==================== block 1
### src/rtl/crc_enable_sched_if.sv
// rtl/crc_enable_sched_if.sv - requester/CRC-engine signal bundle for crc_enable_sched
interface crc_enable_sched_if #(
  parameter int NUM_REQ = 3
);
  logic [NUM_REQ-1:0] slow_enable;
  logic               flush;
  logic               crc_busy;
  logic               fast_enable;
  logic [2:0]         grant_id;
  logic [NUM_REQ-1:0] pending;
  logic [NUM_REQ-1:0] overflow;
  logic               timeout;

  modport master (
    output slow_enable, flush, crc_busy,
    input  fast_enable, grant_id, pending, overflow, timeout
  );

  modport slave (
    input  slow_enable, flush, crc_busy,
    output fast_enable, grant_id, pending, overflow, timeout
  );
endinterface

### src/rtl/crc_enable_sched.sv
// rtl/crc_enable_sched.sv - round-robin scheduler sharing one CRC engine among slow-enable requesters
// Optional WAIT watchdog is enabled by defining CRC_SCHED_TIMEOUT_EN.
module crc_enable_sched #(
  parameter int NUM_REQ     = 3,
  parameter int CNT_W       = 4,
  parameter int TIMEOUT_CYC = 64
) (
  input logic               clk,
  input logic               rst,
  crc_enable_sched_if.slave bus
);
  typedef enum logic [1:0] {IDLE, ISSUE, WAIT} state_e;

  state_e             state_q, state_d;
  logic [NUM_REQ-1:0] prev_q;
  logic [NUM_REQ-1:0] rise_q, rise_d;
  logic [NUM_REQ-1:0] ovf_q, ovf_d;
  logic [CNT_W-1:0]   cnt_q [NUM_REQ];
  logic [CNT_W-1:0]   cnt_d [NUM_REQ];
  logic [2:0]         grant_q, grant_d;
  logic [2:0]         ptr_q, ptr_d;
  logic [NUM_REQ-1:0] nz;
  logic [NUM_REQ-1:0] dec;
  logic               sel_found;
  logic [2:0]         sel_idx;
  logic [3:0]         probe;
  logic               issue;
  logic               wd_fire;

  assign issue = (state_q == ISSUE);

  always_comb begin
    for (int i = 0; i < NUM_REQ; i++) begin
      nz[i] = (cnt_q[i] != '0);
    end
  end

  // Search ptr+1, ptr+2, ... wrapping at NUM_REQ; first non-empty counter wins.
  always_comb begin
    sel_found = 1'b0;
    sel_idx   = '0;
    probe     = '0;
    for (int k = 1; k <= NUM_REQ; k++) begin
      probe = 4'(ptr_q) + 4'(k);
      if (probe >= 4'(NUM_REQ)) begin
        probe = probe - 4'(NUM_REQ);
      end
      for (int j = 0; j < NUM_REQ; j++) begin
        if (!sel_found && (probe == 4'(j)) && nz[j]) begin
          sel_found = 1'b1;
          sel_idx   = 3'(j);
        end
      end
    end
  end

`ifdef CRC_SCHED_TIMEOUT_EN
  localparam int WD_W = $clog2(TIMEOUT_CYC + 1);
  logic [WD_W-1:0] wd_q, wd_d;

  always_comb begin
    wd_d    = '0;
    wd_fire = 1'b0;
    if ((state_q == WAIT) && bus.crc_busy) begin
      if (wd_q == WD_W'(TIMEOUT_CYC - 1)) begin
        wd_fire = 1'b1;
      end else begin
        wd_d = wd_q + WD_W'(1);
      end
    end
  end

  always_ff @(posedge clk) begin
    if (rst) begin
      wd_q <= '0;
    end else begin
      wd_q <= wd_d;
    end
  end
`else
  logic unused_timeout_cfg;
  assign unused_timeout_cfg = ^32'(TIMEOUT_CYC);
  assign wd_fire            = 1'b0;
`endif

  // A flush in IDLE must not turn the about-to-be-cleared counts into a grant.
  always_comb begin
    state_d = state_q;
    grant_d = grant_q;
    ptr_d   = ptr_q;
    case (state_q)
      IDLE: begin
        if (sel_found && !bus.flush) begin
          grant_d = sel_idx;
          ptr_d   = sel_idx;
          state_d = ISSUE;
        end
      end
      ISSUE: state_d = WAIT;
      WAIT: begin
        if (!bus.crc_busy || wd_fire) begin
          state_d = IDLE;
        end
      end
      default: state_d = IDLE;
    endcase
  end

  // Edges are registered once before counting; a flush drops both the staged and the new edges.
  always_comb begin
    rise_d = bus.slow_enable & ~prev_q & ~{NUM_REQ{bus.flush}};
    ovf_d  = ovf_q;
    for (int i = 0; i < NUM_REQ; i++) begin
      dec[i]   = issue && (grant_q == 3'(i));
      cnt_d[i] = cnt_q[i];
      if (rise_q[i] && !dec[i]) begin
        if (cnt_q[i] == {CNT_W{1'b1}}) begin
          ovf_d[i] = 1'b1;
        end else begin
          cnt_d[i] = cnt_q[i] + CNT_W'(1);
        end
      end else if (dec[i] && !rise_q[i]) begin
        cnt_d[i] = cnt_q[i] - CNT_W'(1);
      end
      if (bus.flush) begin
        cnt_d[i] = '0;
      end
    end
    if (bus.flush) begin
      ovf_d = '0;
    end
  end

  always_ff @(posedge clk) begin
    if (rst) begin
      state_q <= IDLE;
      grant_q <= '0;
      ptr_q   <= 3'(NUM_REQ - 1);
      prev_q  <= '0;
      rise_q  <= '0;
      ovf_q   <= '0;
      for (int i = 0; i < NUM_REQ; i++) begin
        cnt_q[i] <= '0;
      end
    end else begin
      state_q <= state_d;
      grant_q <= grant_d;
      ptr_q   <= ptr_d;
      prev_q  <= bus.slow_enable;
      rise_q  <= rise_d;
      ovf_q   <= ovf_d;
      for (int i = 0; i < NUM_REQ; i++) begin
        cnt_q[i] <= cnt_d[i];
      end
    end
  end

  assign bus.fast_enable = issue;
  assign bus.grant_id    = grant_q;
  assign bus.pending     = nz;
  assign bus.overflow    = ovf_q;
  assign bus.timeout     = wd_fire;
endmodule

### src/flat_wrapper.sv
// flat-port wrapper written by rule: the top's interface ports become plain ports
module crc_enable_sched_flat 
#(
  parameter int NUM_REQ     = 3,
  parameter int CNT_W       = 4,
  parameter int TIMEOUT_CYC = 64
)
  (clk, rst, bus_slow_enable, bus_flush, bus_crc_busy, bus_fast_enable, bus_grant_id, bus_pending, bus_overflow, bus_timeout);
  crc_enable_sched_if #(.NUM_REQ(NUM_REQ)) bus_i ();
  input logic clk;
  input logic rst;
  input wire logic [$bits(bus_i.slow_enable)-1:0] bus_slow_enable;
  input wire logic [$bits(bus_i.flush)-1:0] bus_flush;
  input wire logic [$bits(bus_i.crc_busy)-1:0] bus_crc_busy;
  output wire logic [$bits(bus_i.fast_enable)-1:0] bus_fast_enable;
  output wire logic [$bits(bus_i.grant_id)-1:0] bus_grant_id;
  output wire logic [$bits(bus_i.pending)-1:0] bus_pending;
  output wire logic [$bits(bus_i.overflow)-1:0] bus_overflow;
  output wire logic [$bits(bus_i.timeout)-1:0] bus_timeout;
  assign bus_i.slow_enable = bus_slow_enable;
  assign bus_i.flush = bus_flush;
  assign bus_i.crc_busy = bus_crc_busy;
  assign bus_fast_enable = bus_i.fast_enable;
  assign bus_grant_id = bus_i.grant_id;
  assign bus_pending = bus_i.pending;
  assign bus_overflow = bus_i.overflow;
  assign bus_timeout = bus_i.timeout;
  crc_enable_sched #(.NUM_REQ(NUM_REQ), .CNT_W(CNT_W), .TIMEOUT_CYC(TIMEOUT_CYC)) u_core (.clk(clk), .rst(rst), .bus(bus_i));
endmodule
### config.mk
export PLATFORM = sky130hd
export DESIGN_NAME = crc_enable_sched_flat
export DESIGN_NICKNAME = d
export VERILOG_FILES = /design/src/rtl/crc_enable_sched_if.sv /design/src/rtl/crc_enable_sched.sv /design/src/flat_wrapper.sv
export SDC_FILE = /design/constraint.sdc
export NUM_CORES = 1
export LEC_CHECK = 0
export CORE_MARGIN = 4
export CORE_UTILIZATION = 43
export DETAILED_ROUTE_END_ITERATION = 12
export PLACE_DENSITY = 0.63
export SLEW_MARGIN = 0
export SYNTH_ARGS = -nofsm -noshare
export SYNTH_HDL_FRONTEND = slang
export SYNTH_SLANG_ARGS = --single-unit
### constraint.sdc
create_clock -name clk -period 1.95 [get_ports clk]
set_input_delay 0.195 -clock clk [delete_from_list [all_inputs] [get_ports clk]]
set_output_delay 0.195 -clock clk [all_outputs]
set_load 0.005 [all_outputs]
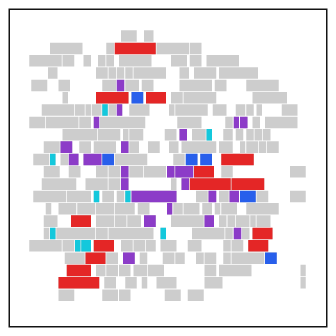
Fig. 1. Gate families picked out (block 1).
[red] adder and majority cells | cells: 14 | most used: ha_1
[blue] AND-OR and OR-AND gates | cells: 6 | most used: a21o_1
[purple] NAND gates | cells: 23 | most used: nand3_1
[cyan] inverters | cells: 9 | most used: inv_1
fraction of area in multi-input gates: 52.6%
Top cell excl fill/tap: buf_4
final std cells w/o fill: 270

==> results.cfg <==
; yosys + openroad results
[final_timing]
rsz0062_at_grt = true
setup-violations-final = 1
postLayoutSetupSlackWorst_ns = -0.0217
hold_viol_final = 0
skew_ns = 0.00600

[clocking]
cts_tree = yes
root_buffer = clkbuf_8

[hold_path]
hp-class = reg -> reg

[finish]
antennaDiodeCount = 0
final_layout_size_suffix_gt1_share_pct = 28.8
seq_cell_count = 26
comb_area_sq_mm = 0.00116
fin_area_sq_mm = 0.00221

[status]
status = finished with violations
violations = setup timing

[routing]
wirelength_um = 3970
vias_per_cell = 5.63

[logic_synthesis]
top_cells_by_area = dfxtp_1 (32%), ha_1 (8.4%), nor3_1 (4.0%)
synthTopLogicFamily = simple AND/OR/NAND/NOR gates

[pwr]
sw_frac_of_total_pct = 28.9
p_int_mw = 0.969

[placement]
place_area_sq_mm = 0.00202
placed_cells = 262

[flow_run]
warning_count = 33

[worst_setup_path]
cp.depth = 8
cpPeakStageDelay_ns = 0.57
crit_arrival_ns = 2.14
cp_slowest_cell = or4b_4
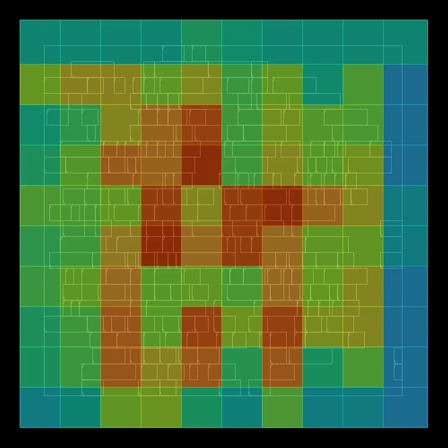
Fig. 2. Congestion heat map (block 1).
routed length per instance: 14.7 um
met2 GRT Util: 29.1%
GRT met3 Usage: 3.19%


==================== block 2
Fig. 3: block 2, gate families picked out
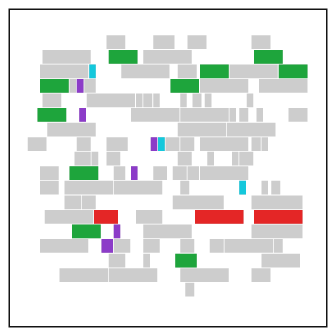
Fig. 4: block 2, M3 wires
Scale bar: 20 um.
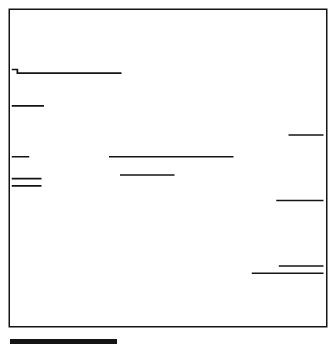
## src/rtl/paralelo_serial_tx.sv

```systemverilog
// paralelo_serial_tx: byte-to-bit transmitter, MSB first, one bit per clk_32f cycle.
// After reset it sends SYNC_COUNT COM alignment bytes. After that it sends user bytes
// taken through a valid/ready handshake, and fills empty slots with IDL.
//
// Ports:
//   clk_32f     bit clock; every flop updates on the rising edge
//   reset       asynchronous reset, active low
//   data_in     byte to transmit
//   valid_in    data_in is valid
//   ready_out   holding register is empty; a byte is taken when valid_in && ready_out
//   data_out    serial bit stream, MSB first
//   byte_start  high while data_out carries bit 7 of a byte
//   active_out  the byte now on data_out was loaded in the run state
module paralelo_serial_tx #(
  parameter logic [7:0]  COM        = 8'hBC,
  parameter logic [7:0]  IDL        = 8'h7C,
  parameter int unsigned SYNC_COUNT = 4
) (
  input  logic       clk_32f,
  input  logic       reset,
  input  logic [7:0] data_in,
  input  logic       valid_in,
  output logic       ready_out,
  output logic       data_out,
  output logic       byte_start,
  output logic       active_out
);

  localparam logic [3:0] SyncTarget = 4'(SYNC_COUNT);

  typedef enum logic {StSync, StRun} state_t;

  state_t     state_q, state_d;
  logic [7:0] shreg_q, shreg_d;
  logic [2:0] bit_cnt_q, bit_cnt_d;
  logic [3:0] sync_cnt_q, sync_cnt_d;
  logic [7:0] hold_q, hold_d;
  logic       hold_valid_q, hold_valid_d;
  logic       byte_start_q, byte_start_d;
  logic       active_q, active_d;
  logic       boundary;

  // bit_cnt resets to 7 so that the first edge after reset is a byte boundary.
  assign boundary = (bit_cnt_q == 3'd7);

  always_comb begin
    state_d      = state_q;
    shreg_d      = shreg_q;
    bit_cnt_d    = bit_cnt_q;
    sync_cnt_d   = sync_cnt_q;
    hold_d       = hold_q;
    hold_valid_d = hold_valid_q;
    byte_start_d = 1'b0;
    active_d     = active_q;

    if (boundary) begin
      bit_cnt_d    = 3'd0;
      byte_start_d = 1'b1;
      unique case (state_q)
        StSync: begin
          shreg_d    = COM;
          sync_cnt_d = sync_cnt_q + 4'd1;
          active_d   = 1'b0;
          if (sync_cnt_q + 4'd1 == SyncTarget) begin
            state_d = StRun;
          end
        end
        StRun: begin
          active_d = 1'b1;
          if (hold_valid_q) begin
            shreg_d      = hold_q;
            hold_valid_d = 1'b0;
          end else begin
            shreg_d = IDL;
          end
        end
      endcase
    end else begin
      shreg_d   = {shreg_q[6:0], 1'b0};
      bit_cnt_d = bit_cnt_q + 3'd1;
    end

    // Capture needs an empty hold and consume needs a full one, so they never coincide.
    // A byte captured on a boundary edge waits for the next boundary (no bypass).
    if (valid_in && !hold_valid_q) begin
      hold_d       = data_in;
      hold_valid_d = 1'b1;
    end
  end

  always_ff @(posedge clk_32f or negedge reset) begin
    if (!reset) begin
      state_q      <= StSync;
      shreg_q      <= 8'h00;
      bit_cnt_q    <= 3'd7;
      sync_cnt_q   <= 4'd0;
      hold_q       <= 8'h00;
      hold_valid_q <= 1'b0;
      byte_start_q <= 1'b0;
      active_q     <= 1'b0;
    end else begin
      state_q      <= state_d;
      shreg_q      <= shreg_d;
      bit_cnt_q    <= bit_cnt_d;
      sync_cnt_q   <= sync_cnt_d;
      hold_q       <= hold_d;
      hold_valid_q <= hold_valid_d;
      byte_start_q <= byte_start_d;
      active_q     <= active_d;
    end
  end

  assign data_out   = shreg_q[7];
  assign byte_start = byte_start_q;
  assign active_out = active_q;
  assign ready_out  = !hold_valid_q;

endmodule
```

## config.mk

```make
export PLATFORM = sky130hd
export DESIGN_NAME = paralelo_serial_tx
export DESIGN_NICKNAME = d
export VERILOG_FILES = /design/src/rtl/paralelo_serial_tx.sv
export SDC_FILE = /design/constraint.sdc
export NUM_CORES = 1
export LEC_CHECK = 0
export CELL_PAD_IN_SITES_DETAIL_PLACEMENT = 0
export CELL_PAD_IN_SITES_GLOBAL_PLACEMENT = 1
export CORE_MARGIN = 3
export CORE_UTILIZATION = 38
export DETAILED_ROUTE_END_ITERATION = 10
export PLACE_DENSITY_LB_ADDON = 0.1
export SYNTH_ARGS = -nofsm -noshare
export SYNTH_HDL_FRONTEND = slang
export SYNTH_SLANG_ARGS = --single-unit
```

## constraint.sdc

```tcl
create_clock -name clk_32f -period 1.6 [get_ports clk_32f]
set_clock_uncertainty 0.15 [all_clocks]
set_input_delay 0.48 -clock clk_32f [delete_from_list [all_inputs] [get_ports clk_32f]]
set_output_delay 0.48 -clock clk_32f [all_outputs]
set_load 0.02 [all_outputs]
```

==> results.cfg <==
; yosys + openroad results
[worst_setup_path]
crit_type = reg -> reg
crit_path_start_kind = flop

[floorplanning]
fp-utilization_pct = 41.7

[finish]
buffer_area_share_pct = 15.5
comb_area_sq_um = 392
area_delta_synth_final_pct = 26.8
final_layout_size_suffix_gt1_share_pct = 33.7

[flow_run]
maxCapViolations = 0

[logic_synthesis]
async_flop_share_pct = 100
ff_type = dfrtp_1
syn_area_sq_mm = 0.00107
yosys.area_share.aoi_pct = 5.61
avgSynthCellArea_sq_um = 13.4
top_cell_area_share_pct = 56.1

[global_route]
grt_util_met2_pct = 16.1

[pwr]
clkPwrFrac_pct = 23.8
top_power_group = registers

[hold_path]
min_to = sync_cnt_q[3]
hold_start = sync_cnt_q[3]

[clocking]
post_cts_buffers = 0
clkSinkCount = 27
numCtsBuffers = 3

[status]
status = finished, final reports clean

[routing]
drtPass1Iterations = 2
wl_per_cell_um = 12.3
top_layer = met4
antenna_left = 0

[placement]
placed_cells = 129

[final_timing]
finalCriticalPeriod_ns = 1.58
Notes on Fig. 3 above:
[green] multiplexers | cells: 10 | most used: mux2_4
[red] adder and majority cells | cells: 3 | most used: ha_4
[purple] NAND gates | cells: 6 | most used: nand2_1
[cyan] inverters | cells: 3 | most used: inv_1
fraction of area in multi-input gates: 28.9%
final std cells w/o fill: 134
Top cell excl fill/tap: dfrtp_1

Notes on Fig. 4 above:
longest straight run: 23.0 um
wire length on this layer: 109 um
nets with wire on the layer: 10
share of all routed wire: 6.6%
main direction: horizontal
via count: 627
Total Wirelength: 1640 um
GRT met3 Usage: 5.45%



## Gallery

The metal 2 layer.
Plate I
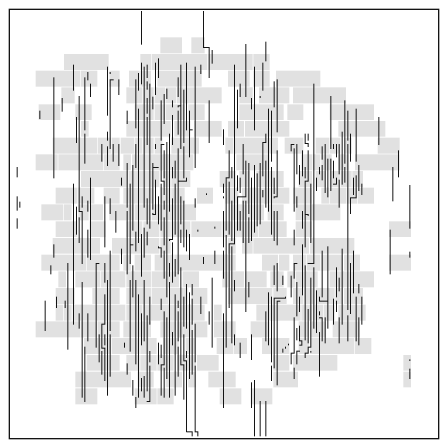
Plate II
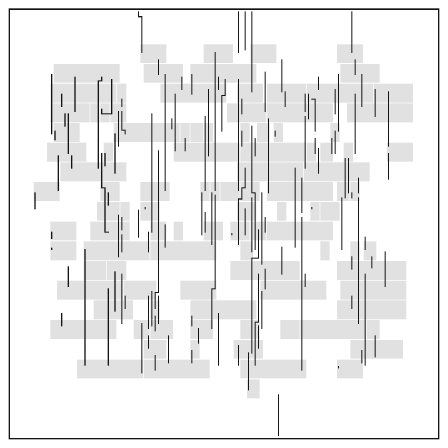
Plate I -> block 1
Plate II -> block 2

Key to Plate II:
longest straight run: 21.1 um
wire length on this layer: 707 um
share of all routed wire: 43%
nets with wire on the layer: 96

